==================== serial_frame_rx_flat
==> serial_frame_rx_flat/registers.png <==
Scale bar: 20 um.
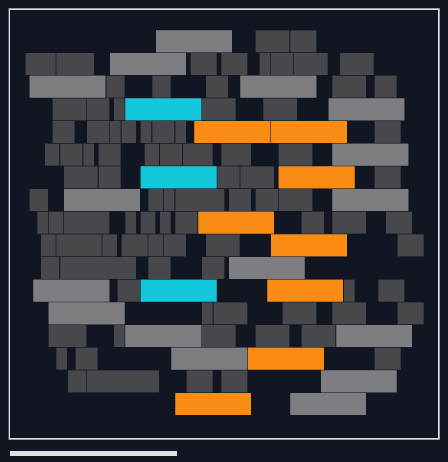

**config.mk**
```make
export PLATFORM = sky130hd
export DESIGN_NAME = serial_frame_rx_flat
export DESIGN_NICKNAME = d
export VERILOG_FILES = /design/src/rtl/serial_frame_rx_pkg.sv /design/src/rtl/serial_frame_rx_if.sv /design/src/rtl/serial_frame_rx_bit_counter.sv /design/src/rtl/serial_frame_rx.sv /design/src/flat_wrapper.sv
export SDC_FILE = /design/constraint.sdc
export NUM_CORES = 1
export LEC_CHECK = 0
export CAP_MARGIN = 20
export CORE_UTILIZATION = 47
export CTS_CLUSTER_DIAMETER = 80
export DETAILED_ROUTE_END_ITERATION = 10
export PLACE_DENSITY = 0.82
export SYNTH_ARGS = -nofsm -noshare
export SYNTH_HDL_FRONTEND = slang
export SYNTH_SLANG_ARGS = --single-unit
```
**constraint.sdc**
```tcl
create_clock -name clk -period 1.44 [get_ports clk]
set_input_delay 0.288 -clock clk [delete_from_list [all_inputs] [get_ports clk]]
set_output_delay 0.288 -clock clk [all_outputs]
set_load 0.005 [all_outputs]
```
**src/rtl/serial_frame_rx_pkg.sv**
```systemverilog
`default_nettype none
// ============================================================================
// Module      : serial_pkg
// Description : Shared state encoding, line levels and sizing helper for the
//               serial frame receiver.
// Revision    : 1.0 - initial release
// ============================================================================
package serial_pkg;

    localparam logic [2:0] ST_IDLE      = 3'd0;
    localparam logic [2:0] ST_DATA      = 3'd1;
    localparam logic [2:0] ST_PARITY    = 3'd2;
    localparam logic [2:0] ST_STOP      = 3'd3;
    localparam logic [2:0] ST_WAIT_IDLE = 3'd4;

    localparam logic LINE_IDLE = 1'b1;
    localparam logic START_BIT = 1'b0;
    localparam logic STOP_BIT  = 1'b1;

    // Bit-counter width; a single-bit counter is kept even for DATA_W=1.
    function automatic int cnt_width(input int n);
        return (n <= 1) ? 1 : $clog2(n);
    endfunction

endpackage
`default_nettype wire

```
**src/rtl/serial_frame_rx_if.sv**
```systemverilog
`default_nettype none
// ============================================================================
// Module      : serial_frame_rx_if
// Description : Serial line input and parallel word/flag outputs of the frame
//               receiver, grouped for the receiver (master) and its consumer.
// Revision    : 1.0 - initial release
// ============================================================================
interface serial_frame_rx_if #(
    parameter int DATA_W = 8
);
    logic              din;
    logic [DATA_W-1:0] dout;
    logic              data_valid;
    logic              parity_err;
    logic              frame_err;
    logic              busy;

    modport master (
        input  din,
        output dout,
        output data_valid,
        output parity_err,
        output frame_err,
        output busy
    );

    modport slave (
        output din,
        input  dout,
        input  data_valid,
        input  parity_err,
        input  frame_err,
        input  busy
    );
endinterface
`default_nettype wire

```
**src/rtl/serial_frame_rx_bit_counter.sv**
```systemverilog
`default_nettype none
// ============================================================================
// Module      : bit_counter
// Description : Clear/enable data-bit counter with a terminal-count flag that
//               marks the last data bit of a frame.
// Revision    : 1.0 - initial release
// ============================================================================
module bit_counter
    import serial_pkg::*;
#(
    parameter int DATA_W = 8
) (
    input  logic clk,
    input  logic rst,
    input  logic clr,
    input  logic en,
    output logic tc
);
    localparam int              CNT_W  = cnt_width(DATA_W);
    localparam logic [CNT_W-1:0] TC_VAL = CNT_W'(DATA_W - 1);

    logic [CNT_W-1:0] cnt_q;
    logic [CNT_W-1:0] cnt_d;

    always_comb begin
        cnt_d = cnt_q;
        if (clr) begin
            cnt_d = '0;
        end else if (en) begin
            cnt_d = cnt_q + CNT_W'(1);
        end
    end

    always_ff @(posedge clk or posedge rst) begin
        if (rst) begin
            cnt_q <= '0;
        end else begin
            cnt_q <= cnt_d;
        end
    end

    assign tc = (cnt_q == TC_VAL);

endmodule
`default_nettype wire

```
**src/rtl/serial_frame_rx.sv**
```systemverilog
`default_nettype none
// ============================================================================
// Module      : serial_frame_rx
// Description : One-bit-per-clock serial frame receiver: start, DATA_W bits
//               LSB first, optional parity, stop; strobes word and error flags.
// Revision    : 1.0 - initial release
// ============================================================================
module serial_frame_rx
    import serial_pkg::*;
#(
    parameter int DATA_W     = 8,
    parameter int PARITY_EN  = 1,
    parameter int PARITY_ODD = 0
) (
    input  logic                 clk,
    input  logic                 rst,
    serial_frame_rx_if.master    bus
);
    localparam logic HAS_PARITY = (PARITY_EN != 0);
    localparam logic PARITY_EXP = (PARITY_ODD != 0);

    logic [2:0]        state_q, state_d;
    logic [DATA_W-1:0] shift_q, shift_d;
    logic              par_q, par_d;
    logic [DATA_W-1:0] dout_q, dout_d;
    logic              data_valid_q, data_valid_d;
    logic              parity_err_q, parity_err_d;
    logic              frame_err_q, frame_err_d;
    logic              busy_q, busy_d;
    logic              cnt_clr;
    logic              cnt_en;
    logic              cnt_tc;

    bit_counter #(
        .DATA_W (DATA_W)
    ) u_bit_counter (
        .clk (clk),
        .rst (rst),
        .clr (cnt_clr),
        .en  (cnt_en),
        .tc  (cnt_tc)
    );

    always_comb begin
        state_d      = state_q;
        shift_d      = shift_q;
        par_d        = par_q;
        dout_d       = dout_q;
        data_valid_d = 1'b0;
        parity_err_d = 1'b0;
        frame_err_d  = 1'b0;
        cnt_clr      = 1'b0;
        cnt_en       = 1'b0;

        case (state_q)
            ST_IDLE: begin
                if (bus.din == START_BIT) begin
                    state_d = ST_DATA;
                    cnt_clr = 1'b1;
                    par_d   = 1'b0;
                end
            end
            ST_DATA: begin
                // Shift in from the top so the first bit lands in the LSB.
                shift_d           = shift_q >> 1;
                shift_d[DATA_W-1] = bus.din;
                par_d             = par_q ^ bus.din;
                cnt_en            = ~cnt_tc;
                if (cnt_tc) begin
                    state_d = HAS_PARITY ? ST_PARITY : ST_STOP;
                end
            end
            ST_PARITY: begin
                par_d   = par_q ^ bus.din;
                state_d = ST_STOP;
            end
            ST_STOP: begin
                if (bus.din == STOP_BIT) begin
                    dout_d       = shift_q;
                    data_valid_d = 1'b1;
                    parity_err_d = HAS_PARITY & (par_q ^ PARITY_EXP);
                    state_d      = ST_IDLE;
                end else begin
                    frame_err_d = 1'b1;
                    state_d     = ST_WAIT_IDLE;
                end
            end
            ST_WAIT_IDLE: begin
                // A held-low line must return high before a new start counts.
                if (bus.din == LINE_IDLE) begin
                    state_d = ST_IDLE;
                end
            end
            default: begin
                state_d = ST_IDLE;
            end
        endcase

        busy_d = (state_d != ST_IDLE);
    end

    always_ff @(posedge clk or posedge rst) begin
        if (rst) begin
            state_q      <= ST_IDLE;
            shift_q      <= '0;
            par_q        <= 1'b0;
            dout_q       <= '0;
            data_valid_q <= 1'b0;
            parity_err_q <= 1'b0;
            frame_err_q  <= 1'b0;
            busy_q       <= 1'b0;
        end else begin
            state_q      <= state_d;
            shift_q      <= shift_d;
            par_q        <= par_d;
            dout_q       <= dout_d;
            data_valid_q <= data_valid_d;
            parity_err_q <= parity_err_d;
            frame_err_q  <= frame_err_d;
            busy_q       <= busy_d;
        end
    end

    assign bus.dout       = dout_q;
    assign bus.data_valid = data_valid_q;
    assign bus.parity_err = parity_err_q;
    assign bus.frame_err  = frame_err_q;
    assign bus.busy       = busy_q;

endmodule
`default_nettype wire

```
**src/flat_wrapper.sv**
```systemverilog
// flat-port wrapper written by rule: the top's interface ports become plain ports
module serial_frame_rx_flat import serial_pkg::*;
#(
    parameter int DATA_W     = 8,
    parameter int PARITY_EN  = 1,
    parameter int PARITY_ODD = 0
)
  (clk, rst, bus_din, bus_dout, bus_data_valid, bus_parity_err, bus_frame_err, bus_busy);
  serial_frame_rx_if #(.DATA_W(DATA_W)) bus_i ();
  input  logic clk;
  input  logic rst;
  input wire logic [$bits(bus_i.din)-1:0] bus_din;
  output wire logic [$bits(bus_i.dout)-1:0] bus_dout;
  output wire logic [$bits(bus_i.data_valid)-1:0] bus_data_valid;
  output wire logic [$bits(bus_i.parity_err)-1:0] bus_parity_err;
  output wire logic [$bits(bus_i.frame_err)-1:0] bus_frame_err;
  output wire logic [$bits(bus_i.busy)-1:0] bus_busy;
  assign bus_i.din = bus_din;
  assign bus_dout = bus_i.dout;
  assign bus_data_valid = bus_i.data_valid;
  assign bus_parity_err = bus_i.parity_err;
  assign bus_frame_err = bus_i.frame_err;
  assign bus_busy = bus_i.busy;
  serial_frame_rx #(.DATA_W(DATA_W), .PARITY_EN(PARITY_EN), .PARITY_ODD(PARITY_ODD)) u_core (.clk(clk), .rst(rst), .bus(bus_i));
endmodule
```
==================== cpu_control_unit
`config.mk`:
```
export PLATFORM = sky130hd
export DESIGN_NAME = cpu_control_unit
export DESIGN_NICKNAME = d
export VERILOG_FILES = /design/src/rtl/cpu_ctrl_pkg.sv /design/src/rtl/cpu_control_unit_muldiv_timer.sv /design/src/rtl/cpu_control_unit.sv
export SDC_FILE = /design/constraint.sdc
export NUM_CORES = 1
export LEC_CHECK = 0
export CAP_MARGIN = 20
export CORE_MARGIN = 5
export CORE_UTILIZATION = 30
export CTS_BUF_LIST = sky130_fd_sc_hd__clkbuf_16
export DETAILED_ROUTE_END_ITERATION = 16
export PLACE_DENSITY = 0.66
export SLEW_MARGIN = 20
export SYNTH_ARGS = -nofsm -noshare
export SYNTH_HDL_FRONTEND = slang
export SYNTH_SLANG_ARGS = --single-unit
```
`constraint.sdc`:
```
create_clock -name clk -period 2.4 [get_ports clk]
set_clock_uncertainty 0.05 [all_clocks]
set_input_delay 0.48 -clock clk [delete_from_list [all_inputs] [get_ports clk]]
set_output_delay 0.48 -clock clk [all_outputs]
set_load 0.1 [all_outputs]
```
`src/rtl/cpu_ctrl_pkg.sv`:
```
// ============================================================================
//  Module   : cpu_ctrl_pkg
//  Brief    : Opcode/funct codes, FSM states and datapath select encodings
//  Revision : 1.0 - initial release
// ============================================================================
`default_nettype none

package cpu_ctrl_pkg;

    localparam logic [5:0] c_OP_RTYPE = 6'h00;
    localparam logic [5:0] c_OP_J     = 6'h02;
    localparam logic [5:0] c_OP_BEQ   = 6'h04;
    localparam logic [5:0] c_OP_BNE   = 6'h05;
    localparam logic [5:0] c_OP_ADDI  = 6'h08;
    localparam logic [5:0] c_OP_LW    = 6'h23;
    localparam logic [5:0] c_OP_SW    = 6'h2B;

    localparam logic [5:0] c_FN_MFHI  = 6'h10;
    localparam logic [5:0] c_FN_MFLO  = 6'h12;
    localparam logic [5:0] c_FN_MULT  = 6'h18;
    localparam logic [5:0] c_FN_DIV   = 6'h1A;
    localparam logic [5:0] c_FN_ADD   = 6'h20;
    localparam logic [5:0] c_FN_SUB   = 6'h22;
    localparam logic [5:0] c_FN_AND   = 6'h24;

    localparam logic [2:0] c_ALU_ADD  = 3'b001;
    localparam logic [2:0] c_ALU_SUB  = 3'b010;
    localparam logic [2:0] c_ALU_AND  = 3'b011;
    localparam logic [2:0] c_ALU_CMP  = 3'b111;

    localparam logic [1:0] c_IORD_PC     = 2'b00;
    localparam logic [1:0] c_IORD_ALUOUT = 2'b01;
    localparam logic [1:0] c_IORD_EXC    = 2'b10;

    localparam logic [2:0] c_PCSRC_JUMP   = 3'b000;
    localparam logic [2:0] c_PCSRC_ALU    = 3'b010;
    localparam logic [2:0] c_PCSRC_ALUOUT = 3'b100;
    localparam logic [2:0] c_PCSRC_EXC    = 3'b101;

    localparam logic [2:0] c_M2R_HILO   = 3'b011;
    localparam logic [2:0] c_M2R_MDR    = 3'b100;
    localparam logic [2:0] c_M2R_ALUOUT = 3'b101;

    localparam logic [2:0] c_SRCB_B      = 3'b000;
    localparam logic [2:0] c_SRCB_FOUR   = 3'b001;
    localparam logic [2:0] c_SRCB_IMM    = 3'b010;
    localparam logic [2:0] c_SRCB_BRANCH = 3'b011;

    localparam logic [1:0] c_SRCA_PC = 2'b00;
    localparam logic [1:0] c_SRCA_A  = 2'b10;

    localparam logic [1:0] c_REGDST_RT = 2'b00;
    localparam logic [1:0] c_REGDST_RD = 2'b01;

    localparam logic [1:0] c_CB_EQ = 2'b00;
    localparam logic [1:0] c_CB_NE = 2'b01;

    localparam logic [1:0] c_EC_INVALID = 2'b00;
    localparam logic [1:0] c_EC_OVF     = 2'b01;
    localparam logic [1:0] c_EC_DIV0    = 2'b10;

    typedef enum logic [4:0] {
        S_RESET      = 5'd0,
        S_FETCH      = 5'd1,
        S_FETCH_WAIT = 5'd2,
        S_DECODE     = 5'd3,
        S_EXEC_R     = 5'd4,
        S_WB_R       = 5'd5,
        S_ADDI_EX    = 5'd6,
        S_ADDI_WB    = 5'd7,
        S_MEM_ADDR   = 5'd8,
        S_LW_READ    = 5'd9,
        S_LW_WAIT    = 5'd10,
        S_LW_WB      = 5'd11,
        S_SW_WRITE   = 5'd12,
        S_BRANCH     = 5'd13,
        S_JUMP       = 5'd14,
        S_EXC_SAVE   = 5'd15,
        S_EXC_READ   = 5'd16,
        S_EXC_WAIT   = 5'd17,
        S_EXC_LOAD   = 5'd18,
        S_MULDIV_RUN = 5'd19,
        S_MULDIV_WB  = 5'd20,
        S_MF_WB      = 5'd21
    } state_e;

endpackage

`default_nettype wire

```
`src/rtl/cpu_control_unit_muldiv_timer.sv`:
```
// ============================================================================
//  Module   : muldiv_timer
//  Brief    : Saturating 8-bit cycle counter pacing the fixed-latency mult/div;
//             only instantiated when MULDIV_EN is defined.
//  Revision : 1.0 - initial release
// ============================================================================
`default_nettype none

module muldiv_timer #(
    parameter int CYCLES = 33
) (
    input  logic clk,
    input  logic reset,
    input  logic clear,
    input  logic en,
    output logic done
);

    localparam logic [7:0] c_LAST = 8'(CYCLES - 1);

    logic [7:0] count_q;
    logic [7:0] count_d;

    always_comb begin
        count_d = count_q;
        if (clear) begin
            count_d = 8'd0;
        end else if (en && (count_q != 8'hFF)) begin
            count_d = count_q + 8'd1;
        end
    end

    always_ff @(posedge clk) begin
        if (reset) begin
            count_q <= 8'd0;
        end else begin
            count_q <= count_d;
        end
    end

    assign done = (count_q >= c_LAST);

endmodule

`default_nettype wire

```
`src/rtl/cpu_control_unit.sv`:
```
// ============================================================================
//  Module   : cpu_control_unit
//  Brief    : Multicycle MIPS-subset main control FSM. Optional mult/div/mfhi/
//             mflo support is compiled in when MULDIV_EN is defined.
//  Revision : 1.0 - initial release
// ============================================================================
`default_nettype none

module cpu_control_unit
    import cpu_ctrl_pkg::*;
#(
    parameter int MULDIV_CYCLES = 33,
    parameter int EXC_VEC_BASE  = 253
) (
    input  logic       clk,
    input  logic       reset,
    input  logic [5:0] opcode,
    input  logic [5:0] funct,
    input  logic       flag_overflow,
    input  logic       div_by_zero,
    output logic       pc_w,
    output logic       pc_write_cond,
    output logic       mem_w,
    output logic       ir_w,
    output logic       mdr_w,
    output logic       rb_w,
    output logic       reg_ab_w,
    output logic       alu_out_w,
    output logic       epc_w,
    output logic       hilo_w,
    output logic       div_or_mult,
    output logic [1:0] iord,
    output logic [1:0] reg_dst,
    output logic [1:0] cb,
    output logic [1:0] ec_ctrl,
    output logic [1:0] alu_src_a,
    output logic [2:0] alu_src_b,
    output logic [2:0] alu_control,
    output logic [2:0] pc_source,
    output logic [2:0] mem_to_reg,
    output logic [4:0] state_dbg
);

    localparam int c_unused_vec_base = EXC_VEC_BASE;

    state_e     state_q;
    state_e     state_d;
    logic [1:0] ec_q;
    logic [1:0] ec_d;

`ifdef MULDIV_EN
    logic w_md_done;

    muldiv_timer #(
        .CYCLES (MULDIV_CYCLES)
    ) u_muldiv_timer (
        .clk   (clk),
        .reset (reset),
        .clear (state_q == S_DECODE),
        .en    (state_q == S_MULDIV_RUN),
        .done  (w_md_done)
    );
`else
    logic w_unused;
    assign w_unused = div_by_zero ^ (MULDIV_CYCLES == 0);
`endif

    always_comb begin
        state_d       = state_q;
        ec_d          = ec_q;
        pc_w          = 1'b0;
        pc_write_cond = 1'b0;
        mem_w         = 1'b0;
        ir_w          = 1'b0;
        mdr_w         = 1'b0;
        rb_w          = 1'b0;
        reg_ab_w      = 1'b0;
        alu_out_w     = 1'b0;
        epc_w         = 1'b0;
        hilo_w        = 1'b0;
        div_or_mult   = 1'b0;
        iord          = 2'b00;
        reg_dst       = 2'b00;
        cb            = 2'b00;
        ec_ctrl       = 2'b00;
        alu_src_a     = 2'b00;
        alu_src_b     = 3'b000;
        alu_control   = 3'b000;
        pc_source     = 3'b000;
        mem_to_reg    = 3'b000;

        case (state_q)
            S_RESET: state_d = S_FETCH;
            S_FETCH: begin
                iord        = c_IORD_PC;
                alu_src_a   = c_SRCA_PC;
                alu_src_b   = c_SRCB_FOUR;
                alu_control = c_ALU_ADD;
                pc_source   = c_PCSRC_ALU;
                pc_w        = 1'b1;
                state_d     = S_FETCH_WAIT;
            end
            S_FETCH_WAIT: begin
                ir_w    = 1'b1;
                state_d = S_DECODE;
            end
            S_DECODE: begin
                reg_ab_w    = 1'b1;
                alu_src_b   = c_SRCB_BRANCH;
                alu_control = c_ALU_ADD;
                alu_out_w   = 1'b1;
                ec_d        = c_EC_INVALID;
                state_d     = S_EXC_SAVE;
                case (opcode)
                    c_OP_RTYPE: begin
                        case (funct)
                            c_FN_ADD, c_FN_SUB, c_FN_AND: state_d = S_EXEC_R;
`ifdef MULDIV_EN
                            c_FN_MULT, c_FN_DIV:          state_d = S_MULDIV_RUN;
                            c_FN_MFHI, c_FN_MFLO:         state_d = S_MF_WB;
`endif
                            default:                      state_d = S_EXC_SAVE;
                        endcase
                    end
                    c_OP_ADDI:          state_d = S_ADDI_EX;
                    c_OP_LW, c_OP_SW:   state_d = S_MEM_ADDR;
                    c_OP_BEQ, c_OP_BNE: state_d = S_BRANCH;
                    c_OP_J:             state_d = S_JUMP;
                    default:            state_d = S_EXC_SAVE;
                endcase
            end
            S_EXEC_R: begin
                alu_src_a   = c_SRCA_A;
                alu_src_b   = c_SRCB_B;
                alu_out_w   = 1'b1;
                alu_control = (funct == c_FN_SUB) ? c_ALU_SUB :
                              (funct == c_FN_AND) ? c_ALU_AND : c_ALU_ADD;
                // A logical AND cannot overflow, so the flag is only honoured for add/sub.
                if (flag_overflow && (funct != c_FN_AND)) begin
                    ec_d    = c_EC_OVF;
                    state_d = S_EXC_SAVE;
                end else begin
                    state_d = S_WB_R;
                end
            end
            S_WB_R: begin
                reg_dst    = c_REGDST_RD;
                mem_to_reg = c_M2R_ALUOUT;
                rb_w       = 1'b1;
                state_d    = S_FETCH;
            end
            S_ADDI_EX: begin
                alu_src_a   = c_SRCA_A;
                alu_src_b   = c_SRCB_IMM;
                alu_control = c_ALU_ADD;
                alu_out_w   = 1'b1;
                if (flag_overflow) begin
                    ec_d    = c_EC_OVF;
                    state_d = S_EXC_SAVE;
                end else begin
                    state_d = S_ADDI_WB;
                end
            end
            S_ADDI_WB: begin
                reg_dst    = c_REGDST_RT;
                mem_to_reg = c_M2R_ALUOUT;
                rb_w       = 1'b1;
                state_d    = S_FETCH;
            end
            S_MEM_ADDR: begin
                alu_src_a   = c_SRCA_A;
                alu_src_b   = c_SRCB_IMM;
                alu_control = c_ALU_ADD;
                alu_out_w   = 1'b1;
                state_d     = (opcode == c_OP_LW) ? S_LW_READ : S_SW_WRITE;
            end
            S_LW_READ: begin
                iord    = c_IORD_ALUOUT;
                state_d = S_LW_WAIT;
            end
            S_LW_WAIT: begin
                mdr_w   = 1'b1;
                state_d = S_LW_WB;
            end
            S_LW_WB: begin
                mem_to_reg = c_M2R_MDR;
                reg_dst    = c_REGDST_RT;
                rb_w       = 1'b1;
                state_d    = S_FETCH;
            end
            S_SW_WRITE: begin
                iord    = c_IORD_ALUOUT;
                mem_w   = 1'b1;
                state_d = S_FETCH;
            end
            S_BRANCH: begin
                alu_src_a     = c_SRCA_A;
                alu_src_b     = c_SRCB_B;
                alu_control   = c_ALU_CMP;
                pc_source     = c_PCSRC_ALUOUT;
                pc_write_cond = 1'b1;
                cb            = (opcode == c_OP_BNE) ? c_CB_NE : c_CB_EQ;
                state_d       = S_FETCH;
            end
            S_JUMP: begin
                pc_source = c_PCSRC_JUMP;
                pc_w      = 1'b1;
                state_d   = S_FETCH;
            end
            // The cause latched on entry is presented for the whole 4-cycle sequence.
            S_EXC_SAVE: begin
                epc_w   = 1'b1;
                ec_ctrl = ec_q;
                state_d = S_EXC_READ;
            end
            S_EXC_READ: begin
                iord    = c_IORD_EXC;
                ec_ctrl = ec_q;
                state_d = S_EXC_WAIT;
            end
            S_EXC_WAIT: begin
                mdr_w   = 1'b1;
                ec_ctrl = ec_q;
                state_d = S_EXC_LOAD;
            end
            S_EXC_LOAD: begin
                pc_source = c_PCSRC_EXC;
                pc_w      = 1'b1;
                ec_ctrl   = ec_q;
                state_d   = S_FETCH;
            end
`ifdef MULDIV_EN
            S_MULDIV_RUN: begin
                if (w_md_done) begin
                    state_d = S_MULDIV_WB;
                end
            end
            S_MULDIV_WB: begin
                div_or_mult = (funct == c_FN_MULT);
                if ((funct == c_FN_DIV) && div_by_zero) begin
                    ec_d    = c_EC_DIV0;
                    state_d = S_EXC_SAVE;
                end else begin
                    hilo_w  = 1'b1;
                    state_d = S_FETCH;
                end
            end
            S_MF_WB: begin
                mem_to_reg = c_M2R_HILO;
                reg_dst    = c_REGDST_RD;
                rb_w       = 1'b1;
                state_d    = S_FETCH;
            end
`endif
            default: state_d = S_FETCH;
        endcase
    end

    always_ff @(posedge clk) begin
        if (reset) begin
            state_q <= S_RESET;
            ec_q    <= 2'b00;
        end else begin
            state_q <= state_d;
            ec_q    <= ec_d;
        end
    end

    assign state_dbg = state_q;

endmodule

`default_nettype wire

```
==================== tx_block_arbiter_flat
<file path="config.mk">
export PLATFORM = sky130hd
export DESIGN_NAME = tx_block_arbiter_flat
export DESIGN_NICKNAME = d
export VERILOG_FILES = /design/src/rtl/tx_block_arbiter_if.sv /design/src/rtl/tx_block_arbiter.sv /design/src/flat_wrapper.sv
export SDC_FILE = /design/constraint.sdc
export NUM_CORES = 1
export LEC_CHECK = 0
export CAP_MARGIN = 40
export CORE_AREA = 5 5 175 177
export CTS_BUF_LIST = sky130_fd_sc_hd__clkbuf_8
export DETAILED_ROUTE_END_ITERATION = 7
export DIE_AREA = 0 0 180 182
export GPL_ROUTABILITY_DRIVEN = 0
export GPL_TIMING_DRIVEN = 0
export HOLD_SLACK_MARGIN = 0.1
export PLACE_DENSITY_LB_ADDON = 0.3
export SYNTH_ARGS = -nofsm -noshare
export SYNTH_HDL_FRONTEND = slang
export SYNTH_SLANG_ARGS = --single-unit
</file>
<file path="constraint.sdc">
create_clock -name clk -period 14.2 [get_ports clk]
set_input_delay 2.13 -clock clk [delete_from_list [all_inputs] [get_ports clk]]
set_output_delay 2.13 -clock clk [all_outputs]
set_load 0.02 [all_outputs]
</file>
<file path="src/rtl/tx_block_arbiter_if.sv">
// Block-producer and TX FIFO signal bundle for tx_block_arbiter.
// master = producers / FIFO side, slave = the arbiter.
// blk_count width follows SEQ_W; keep it equal to the arbiter's SEQ_W.
interface tx_block_arbiter_if #(
  parameter int SEQ_W = 16
);
  logic [127:0]     res_data;
  logic [1:0]       res_mode;
  logic             res_valid;
  logic             res_busy;
  logic [127:0]     q_data;
  logic             q_valid;
  logic             q_busy;
  logic             frame_done;
  logic             FIFO_tx_full;
  logic [31:0]      FIFO_tx_din;
  logic             FIFO_tx_enable;
  logic [SEQ_W-1:0] blk_count;
  logic             overflow;

  modport master (
    output res_data, res_mode, res_valid, q_data, q_valid, frame_done, FIFO_tx_full,
    input  res_busy, q_busy, FIFO_tx_din, FIFO_tx_enable, blk_count, overflow
  );

  modport slave (
    input  res_data, res_mode, res_valid, q_data, q_valid, frame_done, FIFO_tx_full,
    output res_busy, q_busy, FIFO_tx_din, FIFO_tx_enable, blk_count, overflow
  );
endinterface

</file>
<file path="src/rtl/tx_block_arbiter.sv">
// Round-robin serializer of two 128-bit block slots onto a 32-bit TX FIFO port.
// Latency: block offered in cycle N -> header in N+2, data N+3..N+6 (HDR_EN=1).
// Backpressure: FIFO_tx_full in cycle C suppresses the write in C+1; word and state hold.
module tx_block_arbiter #(
  parameter bit HDR_EN = 1'b1,
  parameter int SEQ_W  = 16
) (
  input  logic           clk,
  input  logic           rst,
  tx_block_arbiter_if.slave bus
);

  // state names the word currently (or most recently) placed on the FIFO port
  typedef enum logic [1:0] {IDLE, HDR, DATA, EOF} state_t;

  state_t           state, nxt_state;
  logic [1:0]       idx, nxt_idx;
  logic             gnt, nxt_gnt;
  logic             rr;
  logic             grant, adv, blk_done, eof_done;
  logic             s0_full, s1_full;
  logic [127:0]     s0_data, s1_data;
  logic [1:0]       s0_mode;
  logic [SEQ_W-1:0] seq, blk_cnt;
  logic             ovf, eof_pend;
  logic [31:0]      din, word;
  logic             en;
  logic [15:0]      seq16;
  logic             pick;
  logic [127:0]     cur_data;

  assign seq16    = 16'(seq);
  // both full: take the port the RR pointer names; otherwise the only full one
  assign pick     = (s0_full & s1_full) ? rr : s1_full;
  assign cur_data = nxt_gnt ? s1_data : s0_data;

  // state register plus the registered FIFO write outputs
  always_ff @(posedge clk or posedge rst) begin
    if (rst) begin
      state <= IDLE;
      idx   <= 2'd0;
      gnt   <= 1'b0;
      rr    <= 1'b0;
      en    <= 1'b0;
      din   <= 32'd0;
    end else begin
      state <= nxt_state;
      idx   <= nxt_idx;
      gnt   <= nxt_gnt;
      en    <= adv;
      if (adv) din <= word;
      if (grant) rr <= ~nxt_gnt;
    end
  end

  // next-state: advance only when the FIFO had room last cycle
  always_comb begin
    nxt_state = state;
    nxt_idx   = idx;
    nxt_gnt   = gnt;
    grant     = 1'b0;
    adv       = 1'b0;
    blk_done  = 1'b0;
    eof_done  = 1'b0;
    case (state)
      IDLE: begin
        if (!bus.FIFO_tx_full) begin
          if (s0_full | s1_full) begin
            grant     = 1'b1;
            adv       = 1'b1;
            nxt_gnt   = pick;
            nxt_idx   = 2'd0;
            nxt_state = HDR_EN ? HDR : DATA;
          end else if (eof_pend) begin
            adv       = 1'b1;
            nxt_state = EOF;
          end
        end
      end
      HDR: begin
        if (!bus.FIFO_tx_full) begin
          adv       = 1'b1;
          nxt_idx   = 2'd0;
          nxt_state = DATA;
        end
      end
      DATA: begin
        if (idx == 2'd3) begin
          blk_done  = 1'b1;
          nxt_state = IDLE;
        end else if (!bus.FIFO_tx_full) begin
          adv     = 1'b1;
          nxt_idx = idx + 2'd1;
        end
      end
      EOF: begin
        eof_done  = 1'b1;
        nxt_state = IDLE;
      end
      default: nxt_state = IDLE;
    endcase
  end

  // output word for the state being entered
  always_comb begin
    word = din;
    case (nxt_state)
      HDR:  word = {8'hA5, nxt_gnt, (nxt_gnt ? 2'b00 : s0_mode), 5'b0, seq16};
      DATA: begin
        case (nxt_idx)
          2'd0:    word = cur_data[127:96];
          2'd1:    word = cur_data[95:64];
          2'd2:    word = cur_data[63:32];
          default: word = cur_data[31:0];
        endcase
      end
      EOF:  word = {8'h5A, 8'h00, seq16};
      default: word = din;
    endcase
  end

  // holding slots: capture when empty, drop and flag when occupied
  always_ff @(posedge clk or posedge rst) begin
    if (rst) begin
      s0_full <= 1'b0;
      s1_full <= 1'b0;
      s0_data <= 128'd0;
      s1_data <= 128'd0;
      s0_mode <= 2'd0;
      ovf     <= 1'b0;
    end else begin
      if (blk_done && !gnt) begin
        s0_full <= 1'b0;
      end else if (bus.res_valid && !s0_full) begin
        s0_full <= 1'b1;
        s0_data <= bus.res_data;
        s0_mode <= bus.res_mode;
      end
      if (blk_done && gnt) begin
        s1_full <= 1'b0;
      end else if (bus.q_valid && !s1_full) begin
        s1_full <= 1'b1;
        s1_data <= bus.q_data;
      end
      if ((bus.res_valid && s0_full) || (bus.q_valid && s1_full)) ovf <= 1'b1;
    end
  end

  // sequence/block counters and the pending end-of-frame latch
  always_ff @(posedge clk or posedge rst) begin
    if (rst) begin
      seq      <= '0;
      blk_cnt  <= '0;
      eof_pend <= 1'b0;
    end else begin
      if (blk_done) begin
        seq     <= seq + 1'b1;
        blk_cnt <= blk_cnt + 1'b1;
      end
      if (eof_done) eof_pend <= 1'b0;
      else if (bus.frame_done) eof_pend <= 1'b1;
    end
  end

  assign bus.res_busy       = s0_full;
  assign bus.q_busy         = s1_full;
  assign bus.FIFO_tx_din    = din;
  assign bus.FIFO_tx_enable = en;
  assign bus.blk_count      = blk_cnt;
  assign bus.overflow       = ovf;

endmodule

</file>
<file path="src/flat_wrapper.sv">
// flat-port wrapper written by rule: the top's interface ports become plain ports
module tx_block_arbiter_flat 
#(
  parameter bit HDR_EN = 1'b1,
  parameter int SEQ_W  = 16
)
  (clk, rst, bus_res_data, bus_res_mode, bus_res_valid, bus_q_data, bus_q_valid, bus_frame_done, bus_FIFO_tx_full, bus_res_busy, bus_q_busy, bus_FIFO_tx_din, bus_FIFO_tx_enable, bus_blk_count, bus_overflow);
  tx_block_arbiter_if #(.SEQ_W(SEQ_W)) bus_i ();
  input  logic clk;
  input  logic rst;
  input wire logic [$bits(bus_i.res_data)-1:0] bus_res_data;
  input wire logic [$bits(bus_i.res_mode)-1:0] bus_res_mode;
  input wire logic [$bits(bus_i.res_valid)-1:0] bus_res_valid;
  input wire logic [$bits(bus_i.q_data)-1:0] bus_q_data;
  input wire logic [$bits(bus_i.q_valid)-1:0] bus_q_valid;
  input wire logic [$bits(bus_i.frame_done)-1:0] bus_frame_done;
  input wire logic [$bits(bus_i.FIFO_tx_full)-1:0] bus_FIFO_tx_full;
  output wire logic [$bits(bus_i.res_busy)-1:0] bus_res_busy;
  output wire logic [$bits(bus_i.q_busy)-1:0] bus_q_busy;
  output wire logic [$bits(bus_i.FIFO_tx_din)-1:0] bus_FIFO_tx_din;
  output wire logic [$bits(bus_i.FIFO_tx_enable)-1:0] bus_FIFO_tx_enable;
  output wire logic [$bits(bus_i.blk_count)-1:0] bus_blk_count;
  output wire logic [$bits(bus_i.overflow)-1:0] bus_overflow;
  assign bus_i.res_data = bus_res_data;
  assign bus_i.res_mode = bus_res_mode;
  assign bus_i.res_valid = bus_res_valid;
  assign bus_i.q_data = bus_q_data;
  assign bus_i.q_valid = bus_q_valid;
  assign bus_i.frame_done = bus_frame_done;
  assign bus_i.FIFO_tx_full = bus_FIFO_tx_full;
  assign bus_res_busy = bus_i.res_busy;
  assign bus_q_busy = bus_i.q_busy;
  assign bus_FIFO_tx_din = bus_i.FIFO_tx_din;
  assign bus_FIFO_tx_enable = bus_i.FIFO_tx_enable;
  assign bus_blk_count = bus_i.blk_count;
  assign bus_overflow = bus_i.overflow;
  tx_block_arbiter #(.HDR_EN(HDR_EN), .SEQ_W(SEQ_W)) u_core (.clk(clk), .rst(rst), .bus(bus_i));
endmodule
</file>

==> layout pictures side by side <==
Cells by drive strength.
shot_01.png
Scale bar: 20 um.
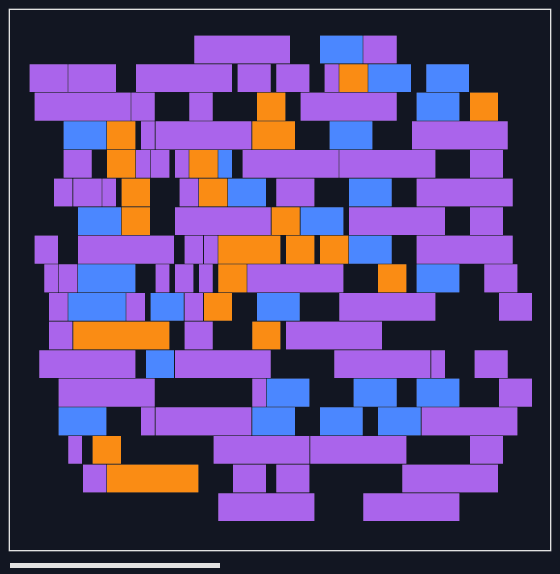
shot_02.png
Scale bar: 20 um.
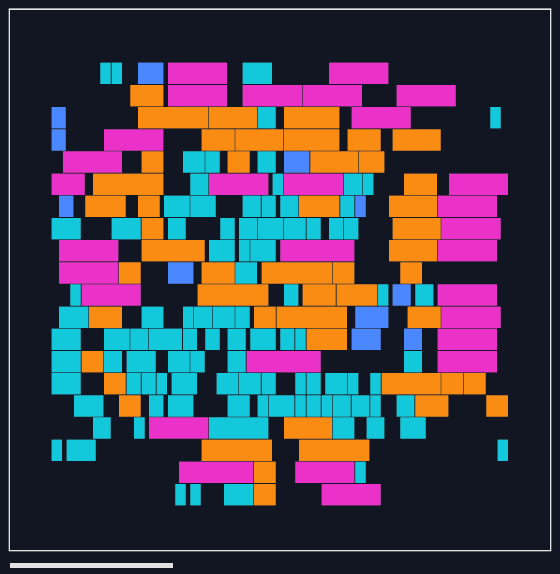
shot_03.png
Scale bar: 50 um.
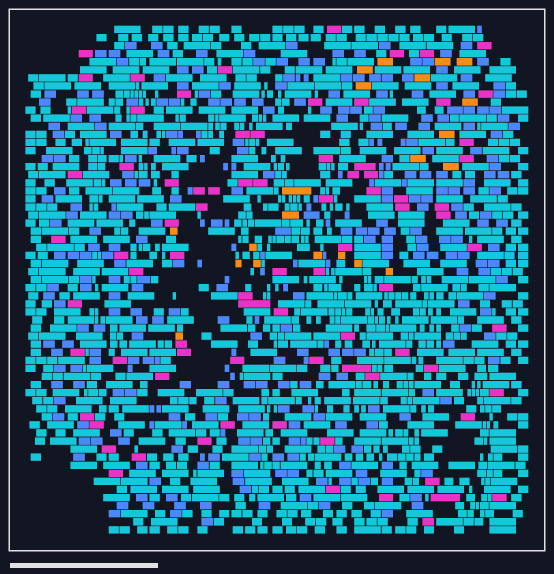
- tx_block_arbiter_flat = shot_03.png
- serial_frame_rx_flat = shot_01.png
- cpu_control_unit = shot_02.png
Of these, most cells: shot_03.png

==> serial_frame_rx_flat/final_clocks.png <==
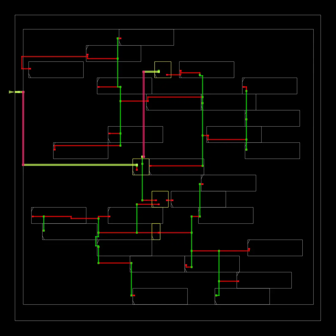
power in the clock group: 317 uW
# clk buffers: 4
number of flip-flops and latches: 27

About serial_frame_rx_flat/registers.png:
cyan -> u_core.state_q  # flops 3
orange -> u_core.shift_q  # flops 8
not colored = 16

==> run notes, serial_frame_rx_flat <==
This note records the results obtained with Yosys and OpenROAD.

Worst setup path
The cell depth of the worst setup path is 4. STA classifies the critical path startpoint as a flip-flop. The OpenROAD report gives the critical path a data arrival time of 1.67 ns.

Looking at the critical path, the highest net fanout was 8. The kind of cell with the highest combined delay along the critical path is flip-flops. Along the critical path, the tally of buffer and inverter instances is 0. At the worst endpoint, the required time is 1.69 ns.

Finish
The biggest slice of the area belongs to registers. Cells with a size suffix above 1 make up 38.98% of the layout. In the layout the commonest cells are sky130_fd_sc_hd__dfrtp_1, sky130_fd_sc_hd__mux2_2, sky130_fd_sc_hd__buf_4.

The final core utilization is 65.43%. The area of all placed cells without fillers is 0.001475 mm^2. Between the synthesized netlist and the finished layout, the area growth was recorded as 28.85%.

The final layout report lists a non-clock buffer count of 28. Buffers outside the clock tree occupy 15.61% of the routed design's cell area.

Route
The iteration count recorded for the first detailed-route pass is 4. The number of design-rule violations left by the first detailed-router iteration is 10. The routed wire length is 2037 um. The detail route stage leaves a number of antenna-violating nets equal to 0. Per the detail_route report, routed wire per instance is 13.95 um. The routed length on met3 is 54 um.

Power
The power dissipated in sequential cells is 1.26 mW. The power report attributes to the clock group a share of 10.9%. The reported combinational group power is 1.32 mW.

For this design the ratio of total power to cell area is 1966 mW/mm^2. The fraction of power consumed by sequential logic is 43.5%. The share of total power in combinational logic is 45.6%. Per the OpenROAD power report, switching power amounts to 906.5 uW.

Yosys
The largest total area in the synthesized netlist belongs to sky130_fd_sc_hd__dfrtp_1. The sequential element share of the synthesized area is 59.02%. The share of the synthesized area in the top cell type is 59.02%. Yosys reports the multiplexer fraction of the synthesized area as 16.72%. A synthesized cell averages 12.86 um^2.

Place
Timing analysis after detailed placement gives a worst setup slack of -0.2332 ns. The estimated wirelength of the detail-placed design is 1357 um.

Timing
The worst path needs 1.427 ns of the cycle, external delays included. Hold-check failures listed in the final report amount to 0. The number of failing setup endpoints in the final timing report is 0.

The highest clock rate this design can be run at is 700.9 MHz. The headroom to the max-slew limit is 77.28%.

Global routing
The via count of the first global-routing pass is 778. In this run the most used layer during global routing was met2. The global-route wire length before repair is 3284 um.

Clock network
The cell sitting at the root of the clock tree is a sky130_fd_sc_hd__clkbuf_4. The number of buffers created by CTS is 3. The post-CTS clock slew at the launch and capture registers of the worst setup and hold paths is 0.14 ns. The post-cts gate resize count is 13.

Die
For this floorplan the total number of well-tap instances is 28. After floorplanning, the core was sized to cover 0.002255 mm^2. The die covers 0.002637 mm^2. The number of primary I/O pins is 15.

Run status
The run finished with clean final reports.

Flow run
The run reported a max-capacitance violation count of 0.
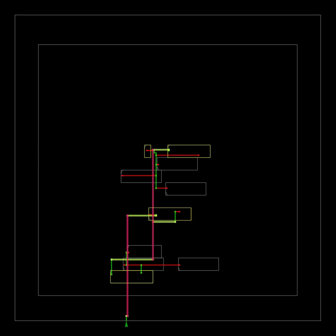
(cpu_control_unit/final_clocks.png)
power in the clock group: 277 uW
clock network latency to the later pin of the worst-skew pair: 0.23 ns

==> run notes, cpu_control_unit <==
This note records the results obtained with Yosys and OpenROAD.

Finish
The flip-flop and latch area is 138.9 um^2. The flip-flop and latch share of the layout cell area is 6.903%. The number of flip-flops under the largest register name is 5. Buffers outside the clock tree occupy 36.75% of the routed design's cell area. The multi-input gate share of the layout cell area is 48.20%. The fraction of final layout cells with drive strength greater than 1 is 47.59%. In the final layout, excluding clock buffers the buffer count is 54. In the layout the commonest cells are sky130_fd_sc_hd__buf_12, sky130_fd_sc_hd__buf_4, sky130_fd_sc_hd__clkdlybuf4s50_1. The layout clock buffer count is 3. The fill cell total of the finished layout is 243.

Yosys
For reference, XOR and XNOR gates occupy 2.767% of the area reported after synthesis. Once synthesis finished, the tally of register bits stood at 6. The main area contributors are sky130_fd_sc_hd__dfxtp_1, sky130_fd_sc_hd__nand2b_1, sky130_fd_sc_hd__buf_4, sky130_fd_sc_hd__a21oi_1, sky130_fd_sc_hd__nor3_1. The most area-hungry cell type in the Yosys netlist is sky130_fd_sc_hd__dfxtp_1. The number of enable-type register cells in the synthesized netlist is 0. The main combinational cell family by area after synthesis is simple AND/OR/NAND/NOR gates. For reference, the post-synthesis area per instance comes to 6.735 um^2.

Summing the areas of all compound-gate instances in the mapped netlist gives 27.93% of the synthesized area. The chip area line in the Yosys stat output reads 949.7 um^2.

Route
Wires add up to 3149 um. Summing over every cut layer, the via total after detailed routing is 1199. The detail-routed via count per cell is 5.190.

Clock network
The number of setup buffers added after CTS is 1. The CTS log lists the clock sinks for this run as 6. The post-cts gate resize count is 15. The cts-stage hold buffer count is 0. Looking at the clock tree report, the maximum root-to-sink buffer count equals 2. In this run, CTS created clock tree buffers numbering 3.

Worst setup path
The start of the worst register-to-register path is state_dbg[3]. Logic depth along the worst register-to-register path is recorded as 6. The count of buffering cells on the critical path with inverters included is 3. The slowest stage of the critical path is the sky130_fd_sc_hd__or4b_4 cell. The worst setup path is of the in2out kind.

Power
The net switching fraction of the power is 49.04%. The ratio of total power to cell area is 524.2 mW/mm^2. The internal power of the cells totals 537.5 uW.

The fraction of power consumed by sequential logic is 15.1%.

Place
The total cell area at the placement stage is 0.001924 mm^2.

Timing
The number of failing setup endpoints in the final timing report is 1. After layout, the worst setup slack is -0.02911 ns. The tightest hold path in the finished design has a slack of 0.4799 ns.

Setup repair after global routing could not meet its margin everywhere.

Flow run
The total number of warnings across the stage logs is 30.

Worst hold path
In the hold report, the worst path ends at ec_q[0]. Note that the worst hold path type here is reg2reg.

Die
In the floorplan report the effective utilization is 31.11%.

Run status
The final reports fail on setup timing. The run finished, with violations left.
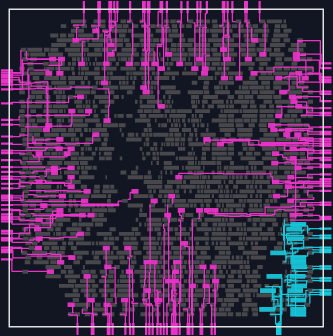
(tx_block_arbiter_flat/port_nets.png)
magenta -> bus_q_data  # direction input, end cells 128, buffers 128, wire 4760 um
cyan -> bus_blk_count  # direction output, end cells 16, buffers 16, wire 533 um

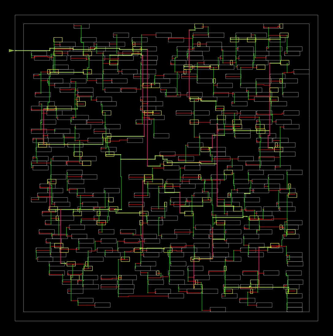
(tx_block_arbiter_flat/final_clocks.png)
clock buffers created by TritonCTS: 56
number of flip-flops and latches: 333
# clk buffers: 70
power in the clock group: 836 uW
Worst Clk Skew: 0.03476 ns

==> run notes, tx_block_arbiter_flat <==
This note records the results obtained with Yosys and OpenROAD.

Finish
Per the layout area report, the combinational fraction of cell area is 31.69%. The tally of non-filler cells in the final layout is 1967. The flip-flop and latch share of the layout cell area is 41.81%. The final core utilization is 68.53%.

Worst setup path
The kind of cell with the highest combined delay on the critical path is buffers and inverters. The cell occurring most often along the worst timing path is sky130_fd_sc_hd__nand2_1. Per STA, the startpoint of the critical path is bus_FIFO_tx_full. The maximum cell stage delay along the critical path is 0.56 ns.

The critical path contains buffers and inverters numbering 4 combined. The worst setup path is captured at a flip-flop. Counting cells, the worst reg-to-reg path comes to 9. Following the worst setup path forward leads to its endpoint at u_core.bus.FIFO_tx_din[29]. Looking at the critical path, the single cell with the biggest stage delay is sky130_fd_sc_hd__buf_1.

For the worst setup path, the data required time is 14.73 ns. Per the timing report, the most critical flop-to-flop path finishes at u_core.bus.FIFO_tx_din[29].

Yosys
The cell area after synthesis is 0.01511 mm^2. The synthesis run shows the most used standard cells to be sky130_fd_sc_hd__dfrtp_1, sky130_fd_sc_hd__mux2_2, sky130_fd_sc_hd__and3_1, sky130_fd_sc_hd__nand2_1, sky130_fd_sc_hd__a211oi_1. The mux share of post-synthesis cell area is 24.05%. The area share of fa/ha/maj cells after synthesis is 0.3312%. The main combinational cell family by area after synthesis is multiplexers.

The main area contributors are sky130_fd_sc_hd__dfrtp_1, sky130_fd_sc_hd__mux2_2, sky130_fd_sc_hd__and3_1, sky130_fd_sc_hd__a211oi_1, sky130_fd_sc_hd__mux2i_1. The synthesized instance count is 1158. The number of enable-type register cells in the synthesized netlist is 0.

Power
In this run switching power makes up 33.42% of total power. The power report attributes to the clock group a share of 24.6%. The share of total power dissipated in sequential elements is 41.3%. The final total power is 3.397 mW. The ratio of total power to cell area is 170.4 mW/mm^2.

Flow run
The number of maximum-capacitance violations recorded for the run is 0.

Timing
The number of failing setup endpoints in the final timing report is 0. OpenROAD reports that the post-layout worst path occupies 33.95% of the period. The count of final hold-check violations is 0. The worst hold-check slack is 0.4721 ns.

Global routing
The total overflow left after global routing is 0. The global-route wire length before repair is 69110 um. The global-route track usage on met1 is 34.79%.

The initial antenna violation count is 8.

Place
Once placement completed, the tool counted placed cells totaling 1866. The count of input and output buffers is 315.

Clock network
The TritonCTS sink count is 333. The later pin in the worst-skew pair is clocked with a latency of 0.59 ns. In the CTS report, the clock slew at the register clock pins of the worst setup and hold paths is listed as 0.06 ns.

Worst hold path
The report gives the cell count of the worst hold path as 1. The worst min-delay path endpoint is u_core.bus.blk_count[15].

Route
The detail-routed via count per cell is 5.730. The final routed wire length divided by cell count is 23.31 um. The total number of vias is 11270.

The sum of routed wire segments on met1 is 18510 um.

Run status
The flow ran to the end, and the final reports show no timing, DRC or antenna violations.


==> gallery <==
Metal layers overlaid.
Plate I
Scale bar: 20 um.
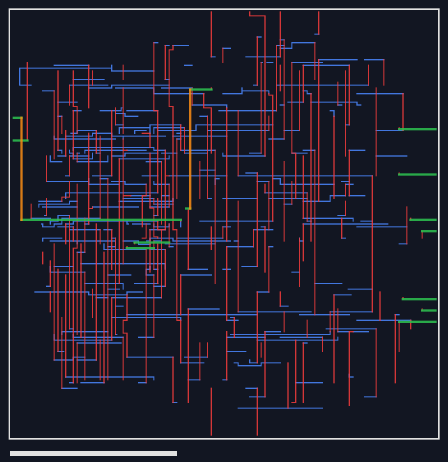
Plate II
Scale bar: 20 um.
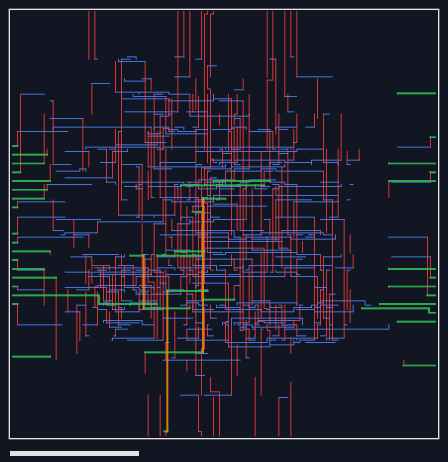
Plate III
Scale bar: 50 um.
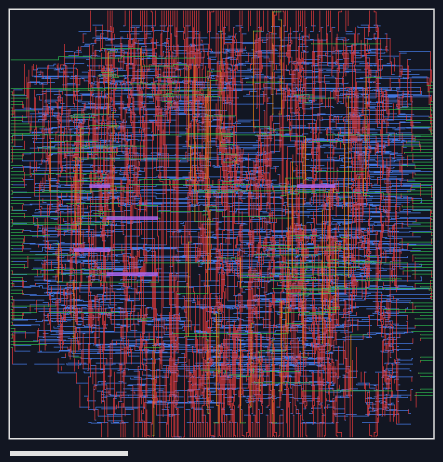
tx_block_arbiter_flat is Plate III.
cpu_control_unit is Plate II.
serial_frame_rx_flat is Plate I.
The one with the least wire is Plate I.

Key to Plate I:
red -> met2  # wire length 1120 um
green -> met3  # wire length 55.0 um
blue -> met1  # wire length 837 um
orange -> met4  # wire length 26.5 um

No activity file was given, so power comes from the tool's default toggle rates.
